# alu_mul_seq

Figure 1. Clock distribution (alu_mul_seq).
Scale bar: 50 µm.
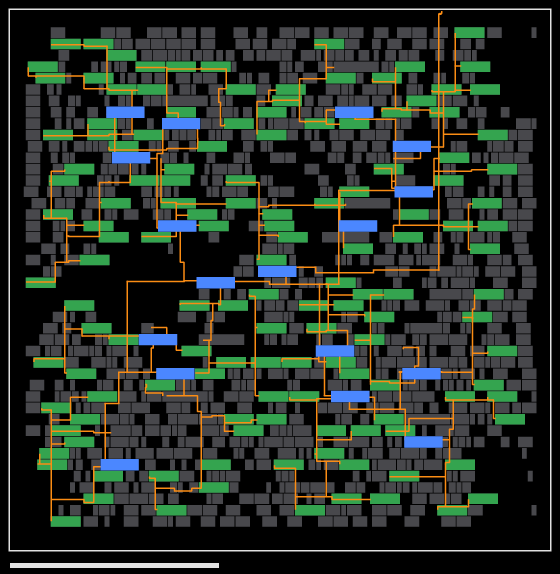
Figure 2. Cells colored by class (alu_mul_seq).
Scale bar: 50 µm.
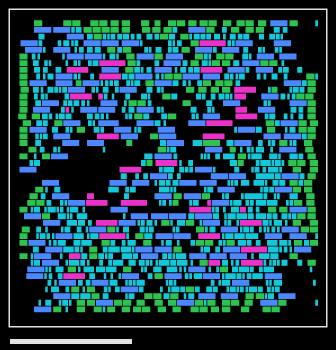
Figure 3. Routing congestion (alu_mul_seq).
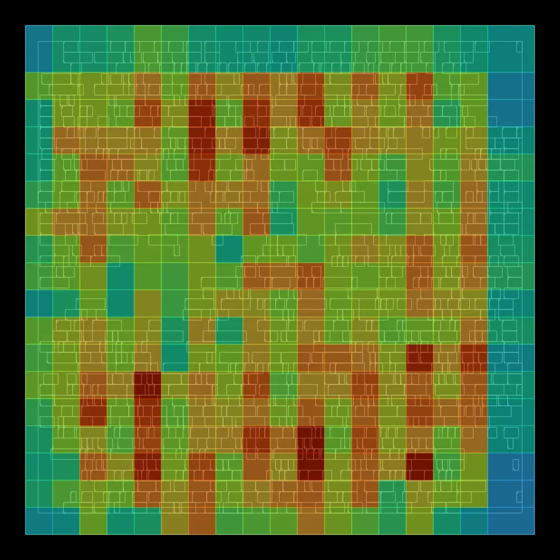
`config.mk`:
```
export PLATFORM = sky130hd
export DESIGN_NAME = alu_mul_seq
export DESIGN_NICKNAME = d
export VERILOG_FILES = /design/src/rtl/alu_mul_seq.sv
export SDC_FILE = /design/constraint.sdc
export NUM_CORES = 1
export LEC_CHECK = 0
export CORE_MARGIN = 3
export CORE_UTILIZATION = 45
export DETAILED_ROUTE_END_ITERATION = 16
export PLACE_DENSITY = 0.8
export SYNTH_ARGS = -nofsm -noshare
export SYNTH_HDL_FRONTEND = slang
export SYNTH_SLANG_ARGS = --single-unit
```
`constraint.sdc`:
```
create_clock -name clock -period 5.5 [get_ports clock]
set_clock_uncertainty 0.2 [all_clocks]
set_input_delay 0.55 -clock clock [delete_from_list [all_inputs] [get_ports clock]]
set_output_delay 0.55 -clock clock [all_outputs]
set_load 0.005 [all_outputs]
```
`src/rtl/alu_mul_seq.sv`:
```
// Multi-cycle unsigned 32x32 shift-add multiplier that borrows the shared ALU adder.
// Optional MUL_EARLY_TERM_EN: stop once the remaining multiplier bits are zero.
module alu_mul_seq #(
  parameter int ITERATIONS = 32
) (
  input  logic        clock,
  input  logic        reset,
  input  logic        start,
  input  logic [31:0] op_a,
  input  logic [31:0] op_b,
  output logic        busy,
  output logic        done,
  output logic [31:0] result,
  output logic        mul_overflow,
  output logic        alu_enable_execute,
  output logic [5:0]  alu_opcode,
  output logic [4:0]  alu_sub_op_base,
  output logic [31:0] alu_src1,
  output logic [31:0] alu_src2,
  input  logic [31:0] alu_result,
  input  logic        alu_overflow
);
  // Encodings of `TY_BASE / `ADD from def_opcode.v.
  localparam logic [5:0] OPC_TY_BASE = 6'h0c;
  localparam logic [4:0] SUB_ADD     = 5'h03;
  localparam int         CW          = $clog2(ITERATIONS + 1);

  typedef enum logic [1:0] {IDLE, RUN, DONE} state_t;

  state_t        state;
  logic [31:0]   mcand, mulr, acc, acc_next;
  logic [CW-1:0] count;
  logic          ovf, ovf_next, add_en, last_iter;

  // The ALU's signed overflow flag means nothing for an unsigned multiply.
  logic unused_alu_ovf;
  assign unused_alu_ovf = alu_overflow;

  assign add_en             = (state == RUN) && mulr[0];
  assign alu_enable_execute = add_en;
  assign alu_opcode         = add_en ? OPC_TY_BASE : 6'h0;
  assign alu_sub_op_base    = add_en ? SUB_ADD : 5'h0;
  assign alu_src1           = add_en ? acc : 32'h0;
  assign alu_src2           = add_en ? mcand : 32'h0;

  assign acc_next = add_en ? alu_result : acc;
  // Overflow: either the add wrapped, or a multiplicand bit is shifted out
  // while multiplier bits remain that would still multiply it.
  assign ovf_next = ovf | (add_en && (alu_result < acc)) |
                    (mcand[31] && (mulr[31:1] != 31'h0));

`ifdef MUL_EARLY_TERM_EN
  assign last_iter = (count == CW'(ITERATIONS - 1)) || (mulr[31:1] == 31'h0);
`else
  assign last_iter = (count == CW'(ITERATIONS - 1));
`endif

  assign busy = (state == RUN);
  assign done = (state == DONE);

  always_ff @(posedge clock) begin
    if (reset) begin
      state        <= IDLE;
      mcand        <= '0;
      mulr         <= '0;
      acc          <= '0;
      count        <= '0;
      ovf          <= 1'b0;
      result       <= '0;
      mul_overflow <= 1'b0;
    end else begin
      case (state)
        IDLE, DONE: begin
          if (start) begin
            mcand <= op_a;
            mulr  <= op_b;
            acc   <= '0;
            count <= '0;
            ovf   <= 1'b0;
`ifdef MUL_EARLY_TERM_EN
            if (op_b == 32'h0) begin
              state        <= DONE;
              result       <= '0;
              mul_overflow <= 1'b0;
            end else begin
              state <= RUN;
            end
`else
            state <= RUN;
`endif
          end else begin
            state <= IDLE;
          end
        end
        RUN: begin
          acc   <= acc_next;
          mcand <= mcand << 1;
          mulr  <= mulr >> 1;
          count <= count + 1'b1;
          ovf   <= ovf_next;
          if (last_iter) begin
            state        <= DONE;
            result       <= acc_next;
            mul_overflow <= ovf_next;
          end
        end
        default: state <= IDLE;
      endcase
    end
  end
endmodule
```
==> ci_impl_report.md <==
### Yosys + OpenROAD results

| Metric | Value |
|---|---|
| Antenna diodes | `0` |
| Int Pwr | `0.00208 W` |
| Clk buf depth | `2` |
| Mapped Avg Cell Area | `8.29 µm²` |
| Status | `finished clean` |
| Largest Pwr Group | `the clock network` |
| Critical Path End Type | `output pin` |
| Flop Count | `138` |
| Total CTS buffers | `17` |
| Data buffer area share | `22.0%` |
| # IOs | `211` |
| Total setup buffers inserted after CTS | `0` |
| Global-route wire length before repair | `31.3 mm` |
| Switching Fraction | `23.5%` |
| Worst-Margin Slew | `1140 ps` |
| Max Clk Rate | `285 MHz` |
| Pre-CTS setup slack | `2430 ps` |
About Figure 1:
[orange] clock wires | length: 1750 µm
[green] flip-flops | count: 138
[blue] cells driving clock nets | count: 17
flops lie	spread over the die
clock-net power: 0.00133 W
Late-Pin Clk Latency: 410 ps
Clock power frac: 48.8%

About Figure 2:
color	class	cells	share of their area
cyan	all other logic	613	40%
magenta	clock drivers and dummy loads	32	7.5%
blue	flops	138	30%
green	other buffers and delay cells	210	23%

About Figure 3:
met1 usage: 30.9%
met3 track demand over resource: 4.08%
post-layout util: 64.6%
DR WL/cell: 16.6 µm


# spi_ram_responder

Figure 4. Clock distribution (spi_ram_responder).
Scale bar: 10 µm.
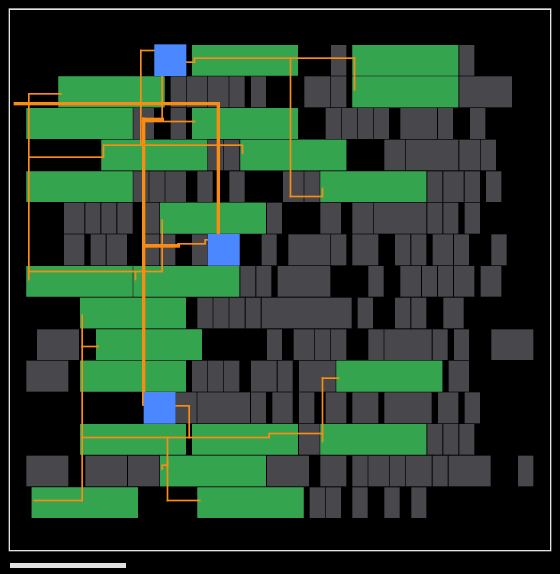
Figure 5. Cells colored by class (spi_ram_responder).
Scale bar: 10 µm.
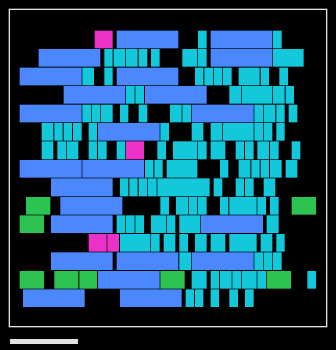
**src/rtl/spi_ram_responder.sv**
```systemverilog
// spi_ram_responder
//   SPI mode-0 target that serves a small byte memory to an SPI initiator.
//   Commands: READ 0x03 and, when SPI_RAM_WRITE_EN is defined, WRITE 0x02.
//   The 16-bit big-endian address uses only its low ADDR_BITS bits and
//   auto-increments with wrap.
//   All SPI pins are oversampled by clk; nothing is clocked by sck.
//
//   Optional feature macro: SPI_RAM_WRITE_EN.
//   When it is undefined, 0x02 is an unsupported command and the memory is
//   read-only (preloaded hierarchically in simulation).
//
// Ports
//   clk      system clock
//   rst_n    asynchronous active-low reset
//   cs_n     SPI chip select, active low (asynchronous to clk)
//   sck      SPI clock, mode 0 (asynchronous to clk)
//   mosi     serial data in, MSB first
//   miso     serial data out, MSB first
//   miso_oe  high while miso is driven (READ data phase)
//   busy     high from command start until the synchronized cs_n rises
//   cmd_err  one-clk pulse when an unsupported command byte completes
module spi_ram_responder #(
  parameter int unsigned ADDR_BITS = 8
) (
  input  logic clk,
  input  logic rst_n,
  input  logic cs_n,
  input  logic sck,
  input  logic mosi,
  output logic miso,
  output logic miso_oe,
  output logic busy,
  output logic cmd_err
);

  localparam int unsigned DEPTH = 1 << ADDR_BITS;

  typedef logic [ADDR_BITS-1:0] addr_t;

  typedef enum logic [2:0] {
    S_IDLE,
    S_CMD,
    S_ADDR,
    S_READ,
`ifdef SPI_RAM_WRITE_EN
    S_WRITE,
`endif
    S_IGNORE
  } state_t;

  logic [7:0] mem [0:DEPTH-1];

  // Synchronizers and edge-detect history.
  // cs_n resets low so that releasing reset with cs_n already low does not
  // look like a new falling edge; the block then waits for a real one.
  logic [1:0] cs_sync, sck_sync, mosi_sync;
  logic       cs_prev, sck_prev;
  logic       cs_s, sck_s, mosi_s;
  logic       cs_fall, cs_rise, sck_rise, sck_fall;

  always_ff @(posedge clk or negedge rst_n) begin
    if (!rst_n) begin
      cs_sync   <= '0;
      sck_sync  <= '0;
      mosi_sync <= '0;
      cs_prev   <= 1'b0;
      sck_prev  <= 1'b0;
    end else begin
      cs_sync   <= {cs_sync[0], cs_n};
      sck_sync  <= {sck_sync[0], sck};
      mosi_sync <= {mosi_sync[0], mosi};
      cs_prev   <= cs_sync[1];
      sck_prev  <= sck_sync[1];
    end
  end

  assign cs_s     = cs_sync[1];
  assign sck_s    = sck_sync[1];
  assign mosi_s   = mosi_sync[1];
  assign cs_fall  = cs_prev & ~cs_s;
  assign cs_rise  = ~cs_prev & cs_s;
  assign sck_rise = ~sck_prev & sck_s;
  assign sck_fall = sck_prev & ~sck_s;

  state_t     state, state_n;
  logic [3:0] bit_cnt, bit_cnt_n;
  logic [14:0] sr, sr_n;          // command / address / write-data shifter
  addr_t      addr, addr_n;
  logic [7:0] tx, tx_n;
  logic       miso_q, miso_n;
  logic       cmd_err_q, cmd_err_n;
  logic       mem_we;
  logic [7:0] mem_wdata;
  logic [7:0] cmd_byte;
  logic [7:0] mem_rd;
`ifdef SPI_RAM_WRITE_EN
  logic       wr_pend, wr_pend_n;
`endif

  assign cmd_byte = {sr[6:0], mosi_s};
  assign mem_rd   = mem[addr];

  always_ff @(posedge clk or negedge rst_n) begin
    if (!rst_n) begin
      state     <= S_IDLE;
      bit_cnt   <= '0;
      sr        <= '0;
      addr      <= '0;
      tx        <= '0;
      miso_q    <= 1'b0;
      cmd_err_q <= 1'b0;
`ifdef SPI_RAM_WRITE_EN
      wr_pend   <= 1'b0;
`endif
    end else begin
      state     <= state_n;
      bit_cnt   <= bit_cnt_n;
      sr        <= sr_n;
      addr      <= addr_n;
      tx        <= tx_n;
      miso_q    <= miso_n;
      cmd_err_q <= cmd_err_n;
`ifdef SPI_RAM_WRITE_EN
      wr_pend   <= wr_pend_n;
`endif
    end
  end

  always_comb begin
    state_n   = state;
    bit_cnt_n = bit_cnt;
    sr_n      = sr;
    addr_n    = addr;
    tx_n      = tx;
    miso_n    = miso_q;
    cmd_err_n = 1'b0;
    mem_we    = 1'b0;
    mem_wdata = '0;
`ifdef SPI_RAM_WRITE_EN
    wr_pend_n = wr_pend;
`endif
    // A cs_n rise wins over any SCK edge seen in the same cycle.
    if (cs_rise) begin
      state_n   = S_IDLE;
      bit_cnt_n = '0;
      miso_n    = 1'b0;
    end else begin
      case (state)
        S_IDLE: begin
          if (cs_fall) begin
            state_n   = S_CMD;
            bit_cnt_n = '0;
          end
        end
        S_CMD: begin
          if (sck_rise) begin
            sr_n      = {sr[13:0], mosi_s};
            bit_cnt_n = bit_cnt + 4'd1;
            if (bit_cnt == 4'd7) begin
              bit_cnt_n = '0;
              if (cmd_byte == 8'h03) begin
                state_n = S_ADDR;
`ifdef SPI_RAM_WRITE_EN
                wr_pend_n = 1'b0;
              end else if (cmd_byte == 8'h02) begin
                state_n   = S_ADDR;
                wr_pend_n = 1'b1;
`endif
              end else begin
                state_n   = S_IGNORE;
                cmd_err_n = 1'b1;
              end
            end
          end
        end
        S_ADDR: begin
          if (sck_rise) begin
            sr_n      = {sr[13:0], mosi_s};
            bit_cnt_n = bit_cnt + 4'd1;
            if (bit_cnt == 4'd15) begin
              bit_cnt_n = '0;
              addr_n    = addr_t'({sr, mosi_s});
              state_n   = S_READ;
`ifdef SPI_RAM_WRITE_EN
              if (wr_pend) state_n = S_WRITE;
`endif
            end
          end
        end
        S_READ: begin
          // bit_cnt == 0 means a fresh byte must be fetched on this fall.
          if (sck_fall) begin
            if (bit_cnt == 4'd0) begin
              miso_n    = mem_rd[7];
              tx_n      = {mem_rd[6:0], 1'b0};
              bit_cnt_n = 4'd1;
            end else begin
              miso_n = tx[7];
              tx_n   = {tx[6:0], 1'b0};
              if (bit_cnt == 4'd7) begin
                bit_cnt_n = '0;
                addr_n    = addr + addr_t'(1);
              end else begin
                bit_cnt_n = bit_cnt + 4'd1;
              end
            end
          end
        end
`ifdef SPI_RAM_WRITE_EN
        S_WRITE: begin
          if (sck_rise) begin
            sr_n      = {sr[13:0], mosi_s};
            bit_cnt_n = bit_cnt + 4'd1;
            if (bit_cnt == 4'd7) begin
              bit_cnt_n = '0;
              mem_we    = 1'b1;
              mem_wdata = cmd_byte;
              addr_n    = addr + addr_t'(1);
            end
          end
        end
`endif
        S_IGNORE: ;
        default: state_n = S_IDLE;
      endcase
    end
  end

  // Memory is deliberately not reset so its contents survive rst_n.
  always_ff @(posedge clk) begin
    if (mem_we) mem[addr] <= mem_wdata;
  end

  assign miso    = miso_q;
  assign miso_oe = (state == S_READ);
  assign busy    = (state != S_IDLE);
  assign cmd_err = cmd_err_q;

endmodule
```
**config.mk**
```make
export PLATFORM = sky130hd
export DESIGN_NAME = spi_ram_responder
export DESIGN_NICKNAME = d
export VERILOG_FILES = /design/src/rtl/spi_ram_responder.sv
export SDC_FILE = /design/constraint.sdc
export NUM_CORES = 1
export LEC_CHECK = 0
export ABC_AREA = 1
export CORE_UTILIZATION = 60
export CTS_CLUSTER_DIAMETER = 80
export DETAILED_ROUTE_END_ITERATION = 7
export HOLD_SLACK_MARGIN = 0.02
export PLACE_DENSITY = 0.89
export SLEW_MARGIN = 20
export SYNTH_ARGS = -nofsm -noshare
export SYNTH_HDL_FRONTEND = slang
export SYNTH_SLANG_ARGS = --single-unit
```
**constraint.sdc**
```tcl
create_clock -name clk -period 2.4 [get_ports clk]
set_clock_uncertainty 0.15 [all_clocks]
set_input_delay 0.24 -clock clk [delete_from_list [all_inputs] [get_ports clk]]
set_output_delay 0.24 -clock clk [all_outputs]
set_load 0.005 [all_outputs]
```
==> ci_impl_report.md <==
### Yosys + OpenROAD results

| Metric | Value |
|---|---|
| CTS Hold Bufs | `0` |
| Area fraction in mux cells | `0%` |
| Overall routed net length | `1.90 mm` |
| XOR Share, Synth | `0.738%` |
| Top flop regs | `sr x7, bit_cnt x4, state x3` |
| Reg2reg start | `cs_sync[1]$_DFF_PN0_` |
| Worst hold path class | `in2async` |
| PwrDens | `837 nW/µm²` |
| Static Leak | `0.701 nW` |
| Gp weighted congestion | `0.848` |
| Flop share of the area | `44.1%` |
| Worst setup path startpoint | `state[2]$_DFFE_PN0P_` |
| Fraction of layout cells with a size suffix above 1 | `11.5%` |
| Area share of the largest cell type after synthesis | `48.5%` |
| Status | `finished clean` |
| Critical Path RT | `2010 ps` |
| Area-dominant class | `flip-flops and latches` |
| Total power | `0.00109 W` |
| Setup slack, reg-to-reg | `810 ps` |
| Count of state elements after synthesis | `23` |
| Yosys Chip Area | `1190 µm²` |
| Largest Pwr Group | `sequential cells` |
| Crit path to | `busy` |
| Grt peak-use layer | `met2` |
| Kind of critical path | `reg2out` |
| Synth Area in Adders | `3.16%` |
| CP top delay family | `flip-flops` |
| CP max FO | `7` |
## Picture notes: Figure 4
[blue] cells driving clock nets | count: 3
[green] flip-flops | count: 23
[orange] clock wires | length: 236 µm
routed clock nets	4
Clock power frac: 15.8%
clock-net power: 0.000173 W
Late-Pin Clk Latency: 320 ps

## Picture notes: Figure 5
color	class	cells	share of their area
magenta	clock drivers and dummy loads	4	2.2%
blue	flops	23	45%
green	other buffers and delay cells	8	6.1%
cyan	all other logic	121	47%


# loba_seq_mult_ctrl_flat

Figure 6. Clock distribution (loba_seq_mult_ctrl_flat).
Scale bar: 50 µm.
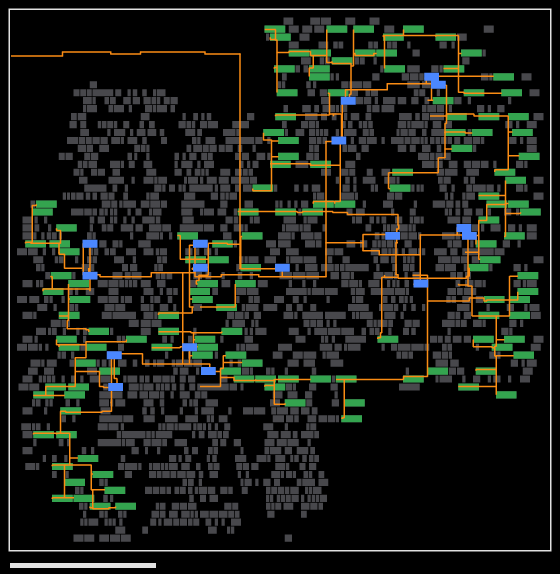
Figure 7. Where the registers sit (loba_seq_mult_ctrl_flat).
Scale bar: 50 µm. Other sequential cells in the stronger gray, the rest of the logic in the fainter gray.
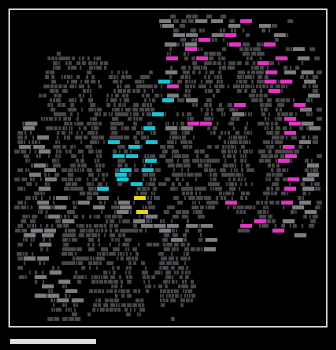
[src/rtl/loba_seq_mult_ctrl_if.sv]
// Handshake bundle for the LOBA sequential multiplier controller.
// The producer/consumer side uses the master modport; the controller uses slave.
interface loba_seq_mult_ctrl_if #(
    parameter int NA = 16,
    parameter int NB = 16
);
    logic               in_valid;
    logic               in_ready;
    logic [NA-1:0]      in_a;
    logic [NB-1:0]      in_b;
    logic [1:0]         in_terms;
    logic               out_valid;
    logic               out_ready;
    logic [NA+NB-1:0]   out_r;

    modport master (
        output in_valid, in_a, in_b, in_terms, out_ready,
        input  in_ready, out_valid, out_r
    );

    modport slave (
        input  in_valid, in_a, in_b, in_terms, out_ready,
        output in_ready, out_valid, out_r
    );
endinterface

[src/rtl/loba_seq_mult_ctrl.sv]
// LOBA approximate multiplier controller. Each operand magnitude is split into a
// K-bit high segment at its leading one and a K-bit low segment at the leading
// one of the remainder; up to four partial products (HH, HL, LH, LL) are
// accumulated one per cycle through a single KxK multiplier and shifter.
module loba_seq_mult_ctrl #(
    parameter int K      = 4,
    parameter int NA     = 16,
    parameter int NB     = 16,
    parameter int SIGNED = 0
) (
    input  logic                 clk,
    input  logic                 rst,
    loba_seq_mult_ctrl_if.slave  bus,
    output logic                 busy
);
    localparam int NR = NA + NB;
    localparam int AW = NR + 2;
    localparam int NM = (NA > NB) ? NA : NB;
    localparam int KW = $clog2(2 * NM);

    typedef enum logic [1:0] {
        IDLE  = 2'd0,
        SPLIT = 2'd1,
        MAC   = 2'd2,
        DONE  = 2'd3
    } state_t;

    typedef struct packed {
        logic [K-1:0]  h;
        logic [KW-1:0] kh;
        logic [K-1:0]  l;
        logic [KW-1:0] kl;
    } seg_t;

    // Position of the most significant set bit; 0 for a zero input.
    function automatic logic [KW-1:0] lead1(input logic [NM-1:0] x);
        logic [KW-1:0] pos;
        pos = '0;
        for (int i = 0; i < NM; i++) begin
            if (x[i]) begin
                pos = KW'(i);
            end else begin
                pos = pos;
            end
        end
        return pos;
    endfunction

    // High segment at the leading one, low segment at the leading one of the remainder.
    function automatic seg_t split_op(input logic [NM-1:0] x);
        seg_t          s;
        logic [KW-1:0] kh;
        logic [KW-1:0] kl;
        logic [NM-1:0] lower;
        kh    = (lead1(x) < KW'(K - 1)) ? KW'(K - 1) : lead1(x);
        lower = x & ((NM'(1) << (kh - KW'(K - 1))) - NM'(1));
        kl    = (lead1(lower) < KW'(K - 1)) ? KW'(K - 1) : lead1(lower);
        s.h   = K'(x >> (kh - KW'(K - 1)));
        s.kh  = kh;
        s.l   = K'(lower >> (kl - KW'(K - 1)));
        s.kl  = kl;
        return s;
    endfunction

    state_t        state_r, state_n;
    logic [NA-1:0] a_mag_r, a_abs_s;
    logic [NB-1:0] b_mag_r, b_abs_s;
    logic [1:0]    terms_r, t_r;
    logic          sign_r;
    seg_t          sa_r, sb_r, sa_s, sb_s;
    logic [AW-1:0] acc_r, acc_n_s, term_s;
    logic [K-1:0]  p_s, q_s;
    logic [KW-1:0] kp_s, kq_s, shift_s;
    logic [2*K-1:0] prod_s;
    logic [NR-1:0] res_s;
    logic [NR-1:0] out_r_r;
    logic          out_valid_r, in_ready_r, busy_r;

    // Operand magnitudes and segment fields of the captured magnitudes.
    always_comb begin
        a_abs_s = ((SIGNED != 0) && bus.in_a[NA-1]) ? (~bus.in_a + NA'(1)) : bus.in_a;
        b_abs_s = ((SIGNED != 0) && bus.in_b[NB-1]) ? (~bus.in_b + NB'(1)) : bus.in_b;
        sa_s    = split_op(NM'(a_mag_r));
        sb_s    = split_op(NM'(b_mag_r));
    end

    // Select the segment pair for the current term and form its shifted product.
    always_comb begin
        p_s  = sa_r.h;
        q_s  = sb_r.h;
        kp_s = sa_r.kh;
        kq_s = sb_r.kh;
        case (t_r)
            2'd0: begin p_s = sa_r.h; kp_s = sa_r.kh; q_s = sb_r.h; kq_s = sb_r.kh; end
            2'd1: begin p_s = sa_r.h; kp_s = sa_r.kh; q_s = sb_r.l; kq_s = sb_r.kl; end
            2'd2: begin p_s = sa_r.l; kp_s = sa_r.kl; q_s = sb_r.h; kq_s = sb_r.kh; end
            2'd3: begin p_s = sa_r.l; kp_s = sa_r.kl; q_s = sb_r.l; kq_s = sb_r.kl; end
            default: begin p_s = sa_r.h; kp_s = sa_r.kh; q_s = sb_r.h; kq_s = sb_r.kh; end
        endcase
        prod_s  = (2*K)'(p_s) * (2*K)'(q_s);
        shift_s = kp_s + kq_s - KW'(2 * (K - 1));
        term_s  = AW'(prod_s) << shift_s;
    end

    // Next state and next accumulator value.
    always_comb begin
        state_n = state_r;
        acc_n_s = acc_r;
        case (state_r)
            IDLE: begin
                if (bus.in_valid) begin
                    state_n = SPLIT;
                end else begin
                    state_n = IDLE;
                end
            end
            SPLIT: begin
                acc_n_s = '0;
                if ((a_mag_r == '0) || (b_mag_r == '0)) begin
                    state_n = DONE;
                end else begin
                    state_n = MAC;
                end
            end
            MAC: begin
                acc_n_s = acc_r + term_s;
                if (t_r == terms_r) begin
                    state_n = DONE;
                end else begin
                    state_n = MAC;
                end
            end
            DONE: begin
                if (bus.out_ready) begin
                    state_n = IDLE;
                end else begin
                    state_n = DONE;
                end
            end
            default: begin
                state_n = IDLE;
                acc_n_s = '0;
            end
        endcase
        res_s = NR'(acc_n_s);
        if (sign_r) begin
            res_s = ~res_s + NR'(1);
        end else begin
            res_s = res_s;
        end
    end

    // FSM state register.
    always_ff @(posedge clk) begin
        if (rst) begin
            state_r <= IDLE;
        end else begin
            state_r <= state_n;
        end
    end

    // Operand capture, segment fields, accumulator and registered outputs.
    always_ff @(posedge clk) begin
        if (rst) begin
            a_mag_r     <= '0;
            b_mag_r     <= '0;
            terms_r     <= 2'd0;
            sign_r      <= 1'b0;
            sa_r        <= '0;
            sb_r        <= '0;
            t_r         <= 2'd0;
            acc_r       <= '0;
            out_r_r     <= '0;
            out_valid_r <= 1'b0;
            in_ready_r  <= 1'b1;
            busy_r      <= 1'b0;
        end else begin
            acc_r       <= acc_n_s;
            in_ready_r  <= (state_n == IDLE);
            busy_r      <= (state_n != IDLE);
            out_valid_r <= (state_n == DONE);
            case (state_r)
                IDLE: begin
                    if (bus.in_valid) begin
                        a_mag_r <= a_abs_s;
                        b_mag_r <= b_abs_s;
                        terms_r <= bus.in_terms;
                        sign_r  <= (SIGNED != 0) ? (bus.in_a[NA-1] ^ bus.in_b[NB-1]) : 1'b0;
                    end else begin
                        a_mag_r <= a_mag_r;
                    end
                end
                SPLIT: begin
                    sa_r <= sa_s;
                    sb_r <= sb_s;
                    t_r  <= 2'd0;
                end
                MAC: begin
                    t_r <= t_r + 2'd1;
                end
                DONE: begin
                    t_r <= t_r;
                end
                default: begin
                    t_r <= 2'd0;
                end
            endcase
            if ((state_r != DONE) && (state_n == DONE)) begin
                out_r_r <= res_s;
            end else begin
                out_r_r <= out_r_r;
            end
        end
    end

    assign bus.in_ready  = in_ready_r;
    assign bus.out_valid = out_valid_r;
    assign bus.out_r     = out_r_r;
    assign busy          = busy_r;

endmodule
[src/flat_wrapper.sv]
// flat-port wrapper written by rule: the top's interface ports become plain ports
module loba_seq_mult_ctrl_flat 
#(
    parameter int K      = 4,
    parameter int NA     = 16,
    parameter int NB     = 16,
    parameter int SIGNED = 0
)
  (clk, rst, busy, bus_in_valid, bus_in_a, bus_in_b, bus_in_terms, bus_out_ready, bus_in_ready, bus_out_valid, bus_out_r);
  loba_seq_mult_ctrl_if #(.NA(NA), .NB(NB)) bus_i ();
  input  logic clk;
  input  logic rst;
  output logic busy;
  input wire logic [$bits(bus_i.in_valid)-1:0] bus_in_valid;
  input wire logic [$bits(bus_i.in_a)-1:0] bus_in_a;
  input wire logic [$bits(bus_i.in_b)-1:0] bus_in_b;
  input wire logic [$bits(bus_i.in_terms)-1:0] bus_in_terms;
  input wire logic [$bits(bus_i.out_ready)-1:0] bus_out_ready;
  output wire logic [$bits(bus_i.in_ready)-1:0] bus_in_ready;
  output wire logic [$bits(bus_i.out_valid)-1:0] bus_out_valid;
  output wire logic [$bits(bus_i.out_r)-1:0] bus_out_r;
  assign bus_i.in_valid = bus_in_valid;
  assign bus_i.in_a = bus_in_a;
  assign bus_i.in_b = bus_in_b;
  assign bus_i.in_terms = bus_in_terms;
  assign bus_i.out_ready = bus_out_ready;
  assign bus_in_ready = bus_i.in_ready;
  assign bus_out_valid = bus_i.out_valid;
  assign bus_out_r = bus_i.out_r;
  loba_seq_mult_ctrl #(.K(K), .NA(NA), .NB(NB), .SIGNED(SIGNED)) u_core (.clk(clk), .rst(rst), .bus(bus_i), .busy(busy));
endmodule
[config.mk]
export PLATFORM = sky130hd
export DESIGN_NAME = loba_seq_mult_ctrl_flat
export DESIGN_NICKNAME = d
export VERILOG_FILES = /design/src/rtl/loba_seq_mult_ctrl_if.sv /design/src/rtl/loba_seq_mult_ctrl.sv /design/src/flat_wrapper.sv
export SDC_FILE = /design/constraint.sdc
export NUM_CORES = 1
export LEC_CHECK = 0
export CORE_MARGIN = 2
export CORE_UTILIZATION = 35
export CTS_BUF_LIST = sky130_fd_sc_hd__clkbuf_8
export CTS_CLUSTER_DIAMETER = 100
export DETAILED_ROUTE_END_ITERATION = 10
export PLACE_DENSITY = 0.55
export SYNTH_ARGS = -nofsm -noshare
export SYNTH_HDL_FRONTEND = slang
export SYNTH_SLANG_ARGS = --single-unit
export TNS_END_PERCENT = 1
[constraint.sdc]
create_clock -name clk -period 9.3 [get_ports clk]
set_clock_uncertainty 0.05 [all_clocks]
set_input_delay 0.93 -clock clk [delete_from_list [all_inputs] [get_ports clk]]
set_output_delay 0.93 -clock clk [all_outputs]
set_load 0.005 [all_outputs]
==> ci_impl_report.md <==
### Yosys + OpenROAD results

| Metric | Value |
|---|---|
| Flop area | `2740 µm²` |
| Met3 track demand over resource | `3.00%` |
| Final setup fails | `0` |
| Final worst slack | `956 ps` |
| Clock-cell share | `3.06%` |
| Clock tree from TritonCTS | `done` |
| Routed Antenna Nets | `0` |
| Die x size | `185 µm` |
| Count of state elements after synthesis | `137` |
| Clock root cell | `clkbuf_8` |
| Yosys cell count | `1495` |
| Clock sink count | `137` |
| Area fraction in mux cells | `10.6%` |
| Critical Path RT | `9580 ps` |
| Dominant logic cell type in the layout | `nor2_1` |
| Data buffer area share | `6.60%` |
| Setup slack, reg-to-reg | `960 ps` |
| Synth Seq Share | `24.0%` |
| Largest Pwr Group | `combinational cells` |
| DR WL/cell | `17.1 µm` |
| Gp weighted congestion | `0.918` |
| Total power | `0.00276 W` |
| Flop Count | `137` |
| H-tree level count | `4` |
| Status | `finished clean` |
Notes on Figure 6 above:
[orange] clock wires | length: 2110 µm
[green] flip-flops | count: 137
[blue] cells driving clock nets | count: 17
routed clock nets	18
flops lie	spread over the die

Notes on Figure 7 above:
color	netlist name	sequential cells
yellow	u_core.t_r	2
cyan	u_core.sa_r	16
magenta	u_core.acc_r	32
not colored	87



==> screenshots <==
Gate-type map.
Plate I
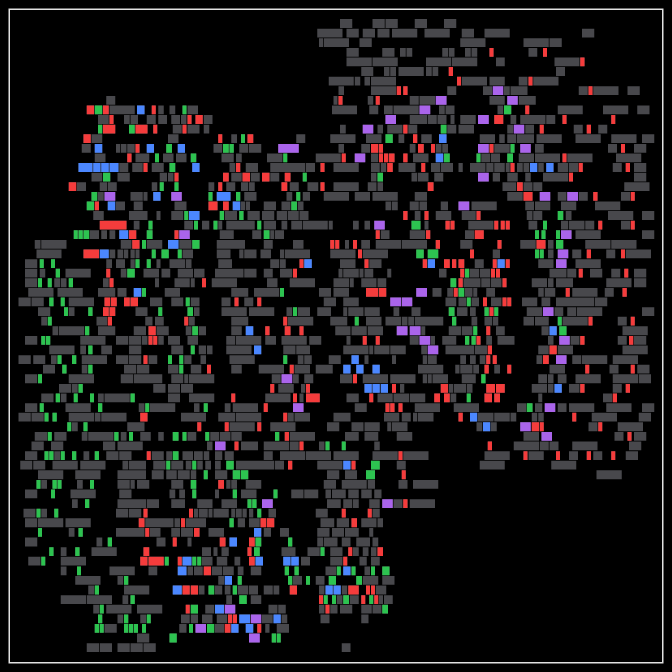
Plate II
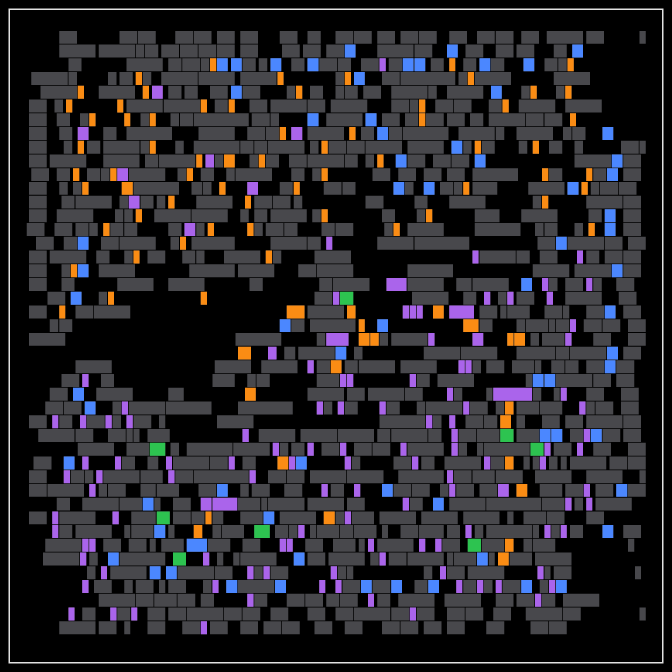
Plate III
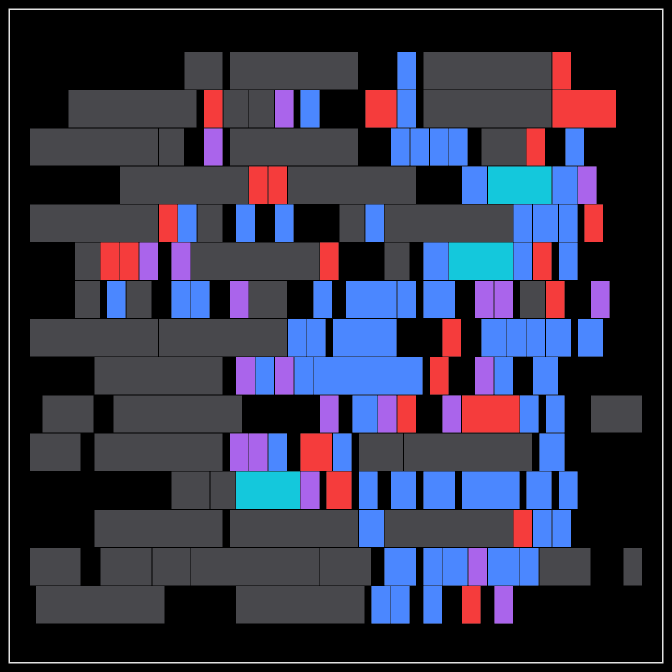
alu_mul_seq -> Plate II
spi_ram_responder -> Plate III
loba_seq_mult_ctrl_flat -> Plate I

Power and IR drop assume default switching activity.
